# design 1

Fig. 1: design 1, clock wiring as the flow saved it
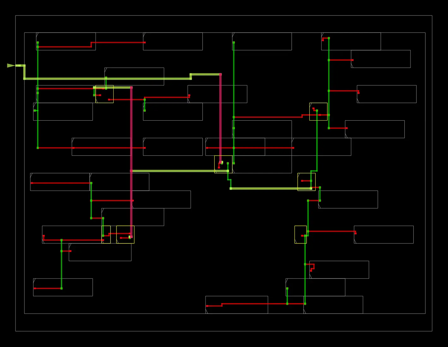
Fig. 2: design 1, clock distribution
(4 px per micron)
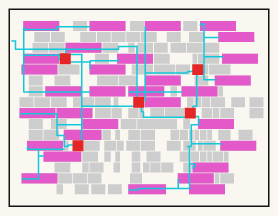
Fig. 3: design 1, gate-type map
(4 px per micron)
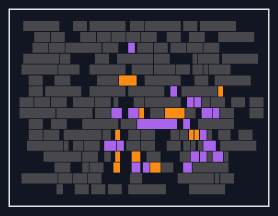
### src/rtl/nand_cmd_addr_seq.sv
// Command/address latch sequencer for one half NAND package: turns CLE/ALE byte
// requests into timed CE#/CLE/ALE/WE#/DQ waveforms for the IOB flop stage.
module nand_cmd_addr_seq #(
   parameter int CENS_PER_IO = 2,
   parameter int T_SETUP     = 2,
   parameter int T_WP        = 2,
   parameter int T_WH        = 2,
   parameter int CE_W        = (CENS_PER_IO > 1) ? $clog2(CENS_PER_IO) : 1
) (
   input  logic                   clk0,
   input  logic                   rst0_n,
   input  logic                   req_valid,
   output logic                   req_ready,
   input  logic                   req_is_addr,
   input  logic [7:0]             req_data,
   input  logic [CE_W-1:0]        req_ce_idx,
   input  logic                   req_last,
   input  logic                   wp_n_req,
   output logic                   ctrl_cle,
   output logic                   ctrl_ale,
   output logic                   ctrl_wrn,
   output logic                   ctrl_wpn,
   output logic [CENS_PER_IO-1:0] ctrl_cen,
   output logic [7:0]             dq_out,
   output logic                   dq_oe,
   output logic                   busy
);

   // state    | meaning
   // ---------+--------------------------------------------------------------
   // S_IDLE   | no latch cycle; CE# holds, request accepted here
   // S_CE_SWAP| one cycle with every CE# high before moving to a new CE
   // S_SETUP  | CE#/CLE/ALE/DQ valid, WE# high for T_SETUP cycles
   // S_WE_LOW | WE# low for T_WP cycles
   // S_WE_HIGH| WE# high, CLE/ALE/DQ held for T_WH cycles

   localparam int T_MAX_SW = (T_SETUP > T_WP) ? T_SETUP : T_WP;
   localparam int T_MAX    = (T_MAX_SW > T_WH) ? T_MAX_SW : T_WH;
   localparam int CNT_W    = (T_MAX > 1) ? $clog2(T_MAX) : 1;

   localparam logic [CNT_W-1:0] LD_SETUP = CNT_W'(T_SETUP - 1);
   localparam logic [CNT_W-1:0] LD_WP    = CNT_W'(T_WP - 1);
   localparam logic [CNT_W-1:0] LD_WH    = CNT_W'(T_WH - 1);
   localparam logic [CE_W:0]    NUM_CE   = (CE_W + 1)'(CENS_PER_IO);

   typedef enum logic [2:0] {
      S_IDLE    = 3'd0,
      S_CE_SWAP = 3'd1,
      S_SETUP   = 3'd2,
      S_WE_LOW  = 3'd3,
      S_WE_HIGH = 3'd4
   } state_t;

   state_t                 r_state;
   logic [CNT_W-1:0]       r_cnt;
   logic                   r_cle;
   logic                   r_ale;
   logic                   r_wrn;
   logic                   r_wpn;
   logic [CENS_PER_IO-1:0] r_cen;
   logic [7:0]             r_dq;
   logic                   r_oe;
   logic                   r_is_addr;
   logic [7:0]             r_data;
   logic [CE_W-1:0]        r_ce_idx;
   logic                   r_last;
   logic                   r_ce_held;

   logic [CENS_PER_IO-1:0] w_cen_req;
   logic [CENS_PER_IO-1:0] w_cen_cap;
   logic                   w_req_in_range;
   logic                   w_cap_in_range;
   logic                   w_accept;
   logic                   w_need_swap;

   // An out-of-range index matches no bit, so no CE# is asserted for it.
   always_comb begin
      w_cen_req = '1;
      w_cen_cap = '1;
      for (int i = 0; i < CENS_PER_IO; i++) begin
         w_cen_req[i] = (req_ce_idx != CE_W'(i));
         w_cen_cap[i] = (r_ce_idx != CE_W'(i));
      end
   end

   assign w_req_in_range = ({1'b0, req_ce_idx} < NUM_CE);
   assign w_cap_in_range = ({1'b0, r_ce_idx} < NUM_CE);
   assign w_accept       = req_valid && (r_state == S_IDLE);
   assign w_need_swap    = r_ce_held && (r_ce_idx != req_ce_idx);

   always_ff @(posedge clk0 or negedge rst0_n) begin
      if (!rst0_n) begin
         r_state   <= S_IDLE;
         r_cnt     <= '0;
         r_cle     <= 1'b0;
         r_ale     <= 1'b0;
         r_wrn     <= 1'b1;
         r_wpn     <= 1'b0;
         r_cen     <= '1;
         r_dq      <= 8'h00;
         r_oe      <= 1'b0;
         r_is_addr <= 1'b0;
         r_data    <= 8'h00;
         r_ce_idx  <= '0;
         r_last    <= 1'b0;
         r_ce_held <= 1'b0;
      end else begin
         case (r_state)
            S_IDLE: begin
               r_wpn <= wp_n_req;
               r_wrn <= 1'b1;
               r_cle <= 1'b0;
               r_ale <= 1'b0;
               r_oe  <= 1'b0;
               if (w_accept) begin
                  r_is_addr <= req_is_addr;
                  r_data    <= req_data;
                  r_ce_idx  <= req_ce_idx;
                  r_last    <= req_last;
                  if (w_need_swap) begin
                     r_state   <= S_CE_SWAP;
                     r_cen     <= '1;
                     r_ce_held <= 1'b0;
                  end else begin
                     r_state   <= S_SETUP;
                     r_cnt     <= LD_SETUP;
                     r_cen     <= w_cen_req;
                     r_ce_held <= w_req_in_range;
                     r_cle     <= !req_is_addr;
                     r_ale     <= req_is_addr;
                     r_dq      <= req_data;
                     r_oe      <= 1'b1;
                  end
               end
            end
            S_CE_SWAP: begin
               r_state   <= S_SETUP;
               r_cnt     <= LD_SETUP;
               r_cen     <= w_cen_cap;
               r_ce_held <= w_cap_in_range;
               r_cle     <= !r_is_addr;
               r_ale     <= r_is_addr;
               r_dq      <= r_data;
               r_oe      <= 1'b1;
            end
            S_SETUP: begin
               if (r_cnt == '0) begin
                  r_state <= S_WE_LOW;
                  r_cnt   <= LD_WP;
                  r_wrn   <= 1'b0;
               end else begin
                  r_cnt <= r_cnt - 1'b1;
               end
            end
            S_WE_LOW: begin
               if (r_cnt == '0) begin
                  r_state <= S_WE_HIGH;
                  r_cnt   <= LD_WH;
                  r_wrn   <= 1'b1;
               end else begin
                  r_cnt <= r_cnt - 1'b1;
               end
            end
            S_WE_HIGH: begin
               if (r_cnt == '0) begin
                  r_state <= S_IDLE;
                  r_cle   <= 1'b0;
                  r_ale   <= 1'b0;
                  r_oe    <= 1'b0;
                  if (r_last) begin
                     r_cen     <= '1;
                     r_ce_held <= 1'b0;
                  end
               end else begin
                  r_cnt <= r_cnt - 1'b1;
               end
            end
            default: begin
               r_state <= S_IDLE;
               r_wrn   <= 1'b1;
               r_cen   <= '1;
            end
         endcase
      end
   end

   assign req_ready = (r_state == S_IDLE);
   assign ctrl_cle  = r_cle;
   assign ctrl_ale  = r_ale;
   assign ctrl_wrn  = r_wrn;
   assign ctrl_wpn  = r_wpn;
   assign ctrl_cen  = r_cen;
   assign dq_out    = r_dq;
   assign dq_oe     = r_oe;
   assign busy      = (r_state != S_IDLE) || !(&r_cen);

   a_ce_idx_range: assert property (@(posedge clk0) disable iff (!rst0_n)
      (req_valid && req_ready) |-> ({1'b0, req_ce_idx} < NUM_CE));

   a_one_ce_low: assert property (@(posedge clk0) disable iff (!rst0_n)
      ($countones(~ctrl_cen) <= 1));

   a_ce_stable_we_low: assert property (@(posedge clk0) disable iff (!rst0_n)
      !ctrl_wrn |=> $stable(ctrl_cen));

endmodule

### config.mk
export PLATFORM = sky130hd
export DESIGN_NAME = nand_cmd_addr_seq
export DESIGN_NICKNAME = d
export VERILOG_FILES = /design/src/rtl/nand_cmd_addr_seq.sv
export SDC_FILE = /design/constraint.sdc
export NUM_CORES = 1
export LEC_CHECK = 0
export CORE_ASPECT_RATIO = 0.75
export CORE_UTILIZATION = 55
export CTS_BUF_LIST = sky130_fd_sc_hd__clkbuf_4
export CTS_CLUSTER_DIAMETER = 50
export CTS_CLUSTER_SIZE = 30
export DETAILED_ROUTE_END_ITERATION = 8
export GPL_TIMING_DRIVEN = 0
export PLACE_DENSITY = 0.84
export REMOVE_ABC_BUFFERS = 1
export SLEW_MARGIN = 40
export SYNTH_ARGS = -nofsm -noshare
export SYNTH_HDL_FRONTEND = slang
export SYNTH_SLANG_ARGS = --single-unit
### constraint.sdc
create_clock -name clk0 -period 3.2 [get_ports clk0]
set_input_delay 0.64 -clock clk0 [delete_from_list [all_inputs] [get_ports clk0]]
set_output_delay 0.64 -clock clk0 [all_outputs]
set_load 0.02 [all_outputs]
==> flow_metrics.tcl <==
# place-and-route summary
set metrics [dict create \
    crit_arrival_ps 2000 \
    cts.htree.levels 2 \
    ios 32 \
    seq_cells 31 \
    cts_buffers 5 \
    area.combinational_sq_um 742 \
    drv_slew 0 \
    switching_power_w 0.000749 \
    buf_share_pct 15.8 \
    vias 1094 \
    outcome "completed" \
    crit_fanout 17 \
    largestClassByArea "sequential cells" \
    xor_area_share_pct 0.543 \
    utilization_pct 71.5 \
    cp-startpoint "r_state[1]$_DFFE_PN0P_" \
    most_common_cell "dfrtp_1" \
    antenna_cells 0 \
]
Notes on Fig. 1 above:
clk_skew: 9.37 ps
Sinks on Clock Net: 31

Notes on Fig. 2 above:
legend:
  magenta:
    item: flip-flops
    count: 31
  cyan:
    item: clock wires
    length: 384 microns
  red:
    item: clock drivers
    count: 5
flops lie: all over the die
routed clock nets: 6
Clock power frac: 10.3%
Clock group: 0.000204 W
clk latency late pin: 330 ps

Notes on Fig. 3 above:
legend:
  purple:
    family: inverting AOI/OAI gates
    cells: 20
    most_used: a21oi_1
  orange:
    family: NOR gates
    cells: 11
    most_used: nor2_1


# design 2

## src/rtl/uart_pkg.sv

```systemverilog
// Shared types, default constants and increment math for the UART baud generator.
package uart_pkg;

  typedef enum logic [1:0] {
    B9600  = 2'd0,
    B19200 = 2'd1,
    B38400 = 2'd2,
    B57600 = 2'd3
  } baud_sel_t;

  localparam int unsigned UART_CLK_HZ_DEF = 1000000;
  localparam int unsigned UART_OS_DEF     = 8;

  // round(baud*os*2^acc_w / clk_hz), done in 64-bit integer arithmetic
  function automatic longint unsigned calc_inc(
    input longint unsigned clk_hz,
    input longint unsigned baud,
    input longint unsigned os,
    input int unsigned     acc_w
  );
    return (((baud * os) << acc_w) + (clk_hz / 2)) / clk_hz;
  endfunction

endpackage

```

## src/rtl/uart_os_counter.sv

```systemverilog
// Oversample phase counter: counts steps modulo OVERSAMPLE and strobes on wrap.
module uart_os_counter #(
  parameter int unsigned OVERSAMPLE = 8
) (
  input  logic       clk_i,
  input  logic       rst_i,
  input  logic       clr_i,
  input  logic       step_i,
  output logic [3:0] phase_o,
  output logic       wrap_o
);

  logic [3:0] r_phase;
  logic       r_wrap;
  logic       w_last;

  assign w_last = (r_phase == 4'(OVERSAMPLE - 1));

  always_ff @(posedge clk_i) begin
    if (rst_i || clr_i) begin
      r_phase <= 4'd0;
      r_wrap  <= 1'b0;
    end else if (step_i) begin
      r_phase <= w_last ? 4'd0 : r_phase + 4'd1;
      r_wrap  <= w_last;
    end else begin
      r_wrap  <= 1'b0;
    end
  end

  assign phase_o = r_phase;
  assign wrap_o  = r_wrap;

endmodule

```

## src/rtl/uart_baud_gen.sv

```systemverilog
// NCO baud tick generator with four selectable rates and programmable oversampling.
// Optional toggled baud clock outputs are enabled by defining UART_BAUD_CLK_OUT_EN.
module uart_baud_gen
  import uart_pkg::*;
#(
  parameter int unsigned CLK_HZ     = UART_CLK_HZ_DEF,
  parameter int unsigned OVERSAMPLE = UART_OS_DEF,
  parameter int unsigned ACC_W      = 24,
  parameter int unsigned BAUD0      = 9600,
  parameter int unsigned BAUD1      = 19200,
  parameter int unsigned BAUD2      = 38400,
  parameter int unsigned BAUD3      = 57600
) (
  input  logic       clk_i,
  input  logic       rst_i,
  input  logic       en_i,
  input  logic [1:0] baud_sel_i,
  input  logic       tx_sync_i,
  output logic       rx_tick_o,
  output logic       tx_tick_o,
  output logic [3:0] bit_phase_o
`ifdef UART_BAUD_CLK_OUT_EN
  ,
  output logic       rx_clk_o,
  output logic       tx_clk_o
`endif
);

  localparam int unsigned BAUD_TAB [4] = '{BAUD0, BAUD1, BAUD2, BAUD3};
  localparam longint unsigned INC_TAB [4] = '{
    calc_inc(64'(CLK_HZ), 64'(BAUD0), 64'(OVERSAMPLE), ACC_W),
    calc_inc(64'(CLK_HZ), 64'(BAUD1), 64'(OVERSAMPLE), ACC_W),
    calc_inc(64'(CLK_HZ), 64'(BAUD2), 64'(OVERSAMPLE), ACC_W),
    calc_inc(64'(CLK_HZ), 64'(BAUD3), 64'(OVERSAMPLE), ACC_W)
  };

  if (OVERSAMPLE < 2 || OVERSAMPLE > 16) begin : g_bad_os
    $error("uart_baud_gen: OVERSAMPLE must be 2..16");
  end

  logic [ACC_W-1:0] w_inc_tab [4];

  genvar gi;
  for (gi = 0; gi < 4; gi++) begin : g_inc
    if ((64'(BAUD_TAB[gi]) * 64'(OVERSAMPLE) >= 64'(CLK_HZ)) || (INC_TAB[gi] == 64'd0)) begin : g_bad_rate
      $error("uart_baud_gen: baud rate %0d unreachable at this clock", gi);
    end
    assign w_inc_tab[gi] = ACC_W'(INC_TAB[gi]);
  end

  logic [ACC_W-1:0] r_acc;
  logic             r_rx_tick;
  baud_sel_t        r_sel;
  logic [ACC_W:0]   w_sum;
  logic             w_clr;
  logic             w_step;

  assign w_sum  = {1'b0, r_acc} + {1'b0, w_inc_tab[r_sel]};
  // A rate change restarts from a clean phase, same as an explicit realign.
  assign w_clr  = tx_sync_i | (baud_sel_i != 2'(r_sel));
  assign w_step = en_i & ~w_clr & w_sum[ACC_W];

  always_ff @(posedge clk_i) begin
    if (rst_i) begin
      r_acc     <= '0;
      r_rx_tick <= 1'b0;
      r_sel     <= B9600;
    end else begin
      r_sel <= baud_sel_t'(baud_sel_i);
      if (w_clr) begin
        r_acc     <= '0;
        r_rx_tick <= 1'b0;
      end else if (en_i) begin
        r_acc     <= w_sum[ACC_W-1:0];
        r_rx_tick <= w_sum[ACC_W];
      end else begin
        r_rx_tick <= 1'b0;
      end
    end
  end

  uart_os_counter #(
    .OVERSAMPLE (OVERSAMPLE)
  ) u_os_counter (
    .clk_i   (clk_i),
    .rst_i   (rst_i),
    .clr_i   (w_clr),
    .step_i  (w_step),
    .phase_o (bit_phase_o),
    .wrap_o  (tx_tick_o)
  );

  assign rx_tick_o = r_rx_tick;

`ifdef UART_BAUD_CLK_OUT_EN
  logic r_rx_clk;
  logic r_tx_clk;

  always_ff @(posedge clk_i) begin
    if (rst_i) begin
      r_rx_clk <= 1'b0;
      r_tx_clk <= 1'b0;
    end else begin
      r_rx_clk <= r_rx_clk ^ r_rx_tick;
      r_tx_clk <= r_tx_clk ^ tx_tick_o;
    end
  end

  assign rx_clk_o = r_rx_clk;
  assign tx_clk_o = r_tx_clk;
`endif

endmodule

```

## config.mk

```make
export PLATFORM = sky130hd
export DESIGN_NAME = uart_baud_gen
export DESIGN_NICKNAME = d
export VERILOG_FILES = /design/src/rtl/uart_pkg.sv /design/src/rtl/uart_os_counter.sv /design/src/rtl/uart_baud_gen.sv
export SDC_FILE = /design/constraint.sdc
export NUM_CORES = 1
export LEC_CHECK = 0
export ABC_CLOCK_PERIOD_IN_PS = 3850
export CAP_MARGIN = 20
export CORE_MARGIN = 4
export CORE_UTILIZATION = 42
export CTS_BUF_LIST = sky130_fd_sc_hd__clkbuf_8
export CTS_CLUSTER_DIAMETER = 120
export CTS_CLUSTER_SIZE = 40
export DETAILED_ROUTE_END_ITERATION = 7
export GPL_TIMING_DRIVEN = 0
export PLACE_DENSITY_LB_ADDON = 0.1
export SLEW_MARGIN = 15
export SYNTH_ARGS = -nofsm -noshare
export SYNTH_HDL_FRONTEND = slang
export SYNTH_HIERARCHICAL = 1
export SYNTH_SLANG_ARGS = --single-unit
export TNS_END_PERCENT = 100
```

## constraint.sdc

```tcl
create_clock -name clk_i -period 3.85 [get_ports clk_i]
set_clock_uncertainty 0.1 [all_clocks]
set_input_delay 0.385 -clock clk_i [delete_from_list [all_inputs] [get_ports clk_i]]
set_output_delay 0.385 -clock clk_i [all_outputs]
set_load 0.02 [all_outputs]
```

Fig. 4: design 2, supply network
(4 px per micron) Pins as bars on the die edge.
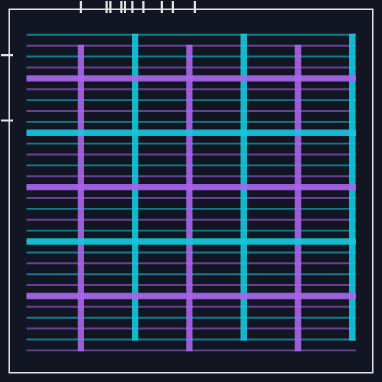
legend:
  cyan:
    net: VDD
  purple:
    net: VSS
met1 rails: 30
rows: 29
met5 straps: 5
met4 straps: 6
signal pins: 12
Peak VDD IR: 0.178 mV
Core Region: 6490 sq um
die width: 90.5 microns
Die Height: 90.5 microns

==> flow_metrics.tcl <==
# place-and-route summary
set metrics [dict create \
    outcome "completed" \
    path_buffers 4 \
    ys_warn_count 6 \
    fp_util_pct 44.0 \
    hold_slack_ps 348 \
    clk_pin_slew_ps 80 \
    fp-row-count 29 \
    setup_viol 0 \
    fill_cells 635 \
    ff_latch_area_sq_um 646 \
    met2_usage_pct 28.2 \
    final_common_cell "nand2_1" \
    netlist_top_cells_count "34 x nand2_1, 32 x dfxtp_1, 28 x ha_1, 24 x nor2_1, 23 x a21oi_1" \
    tns_ps 0 \
    synthAdderAreaFrac_pct 12.2 \
    firstDrtPassIters 5 \
    numSynthFlops 32 \
    vias 2589 \
    die_area_sq_um 8190 \
    finalNetCount 400 \
    grt_max_degree 12 \
]


==> gallery <==
Signal wires by layer.
picture 1
(8 px per micron)
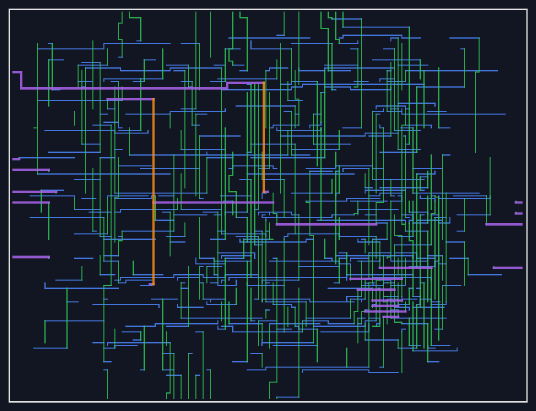
picture 2
(4 px per micron)
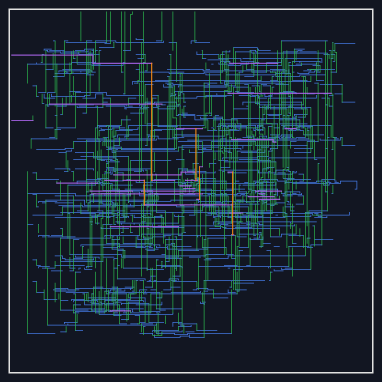
Picture 2 comes from design 2.
Picture 1 comes from design 1.

Key to picture 2:
legend:
  purple:
    layer: metal 3
    wire_length: 302 microns
  blue:
    layer: metal 1
    wire_length: 3500 microns
  green:
    layer: metal 2
    wire_length: 3180 microns
  orange:
    layer: metal 4
    wire_length: 72.1 microns

No activity file was given, so power comes from the tool's default toggle rates.
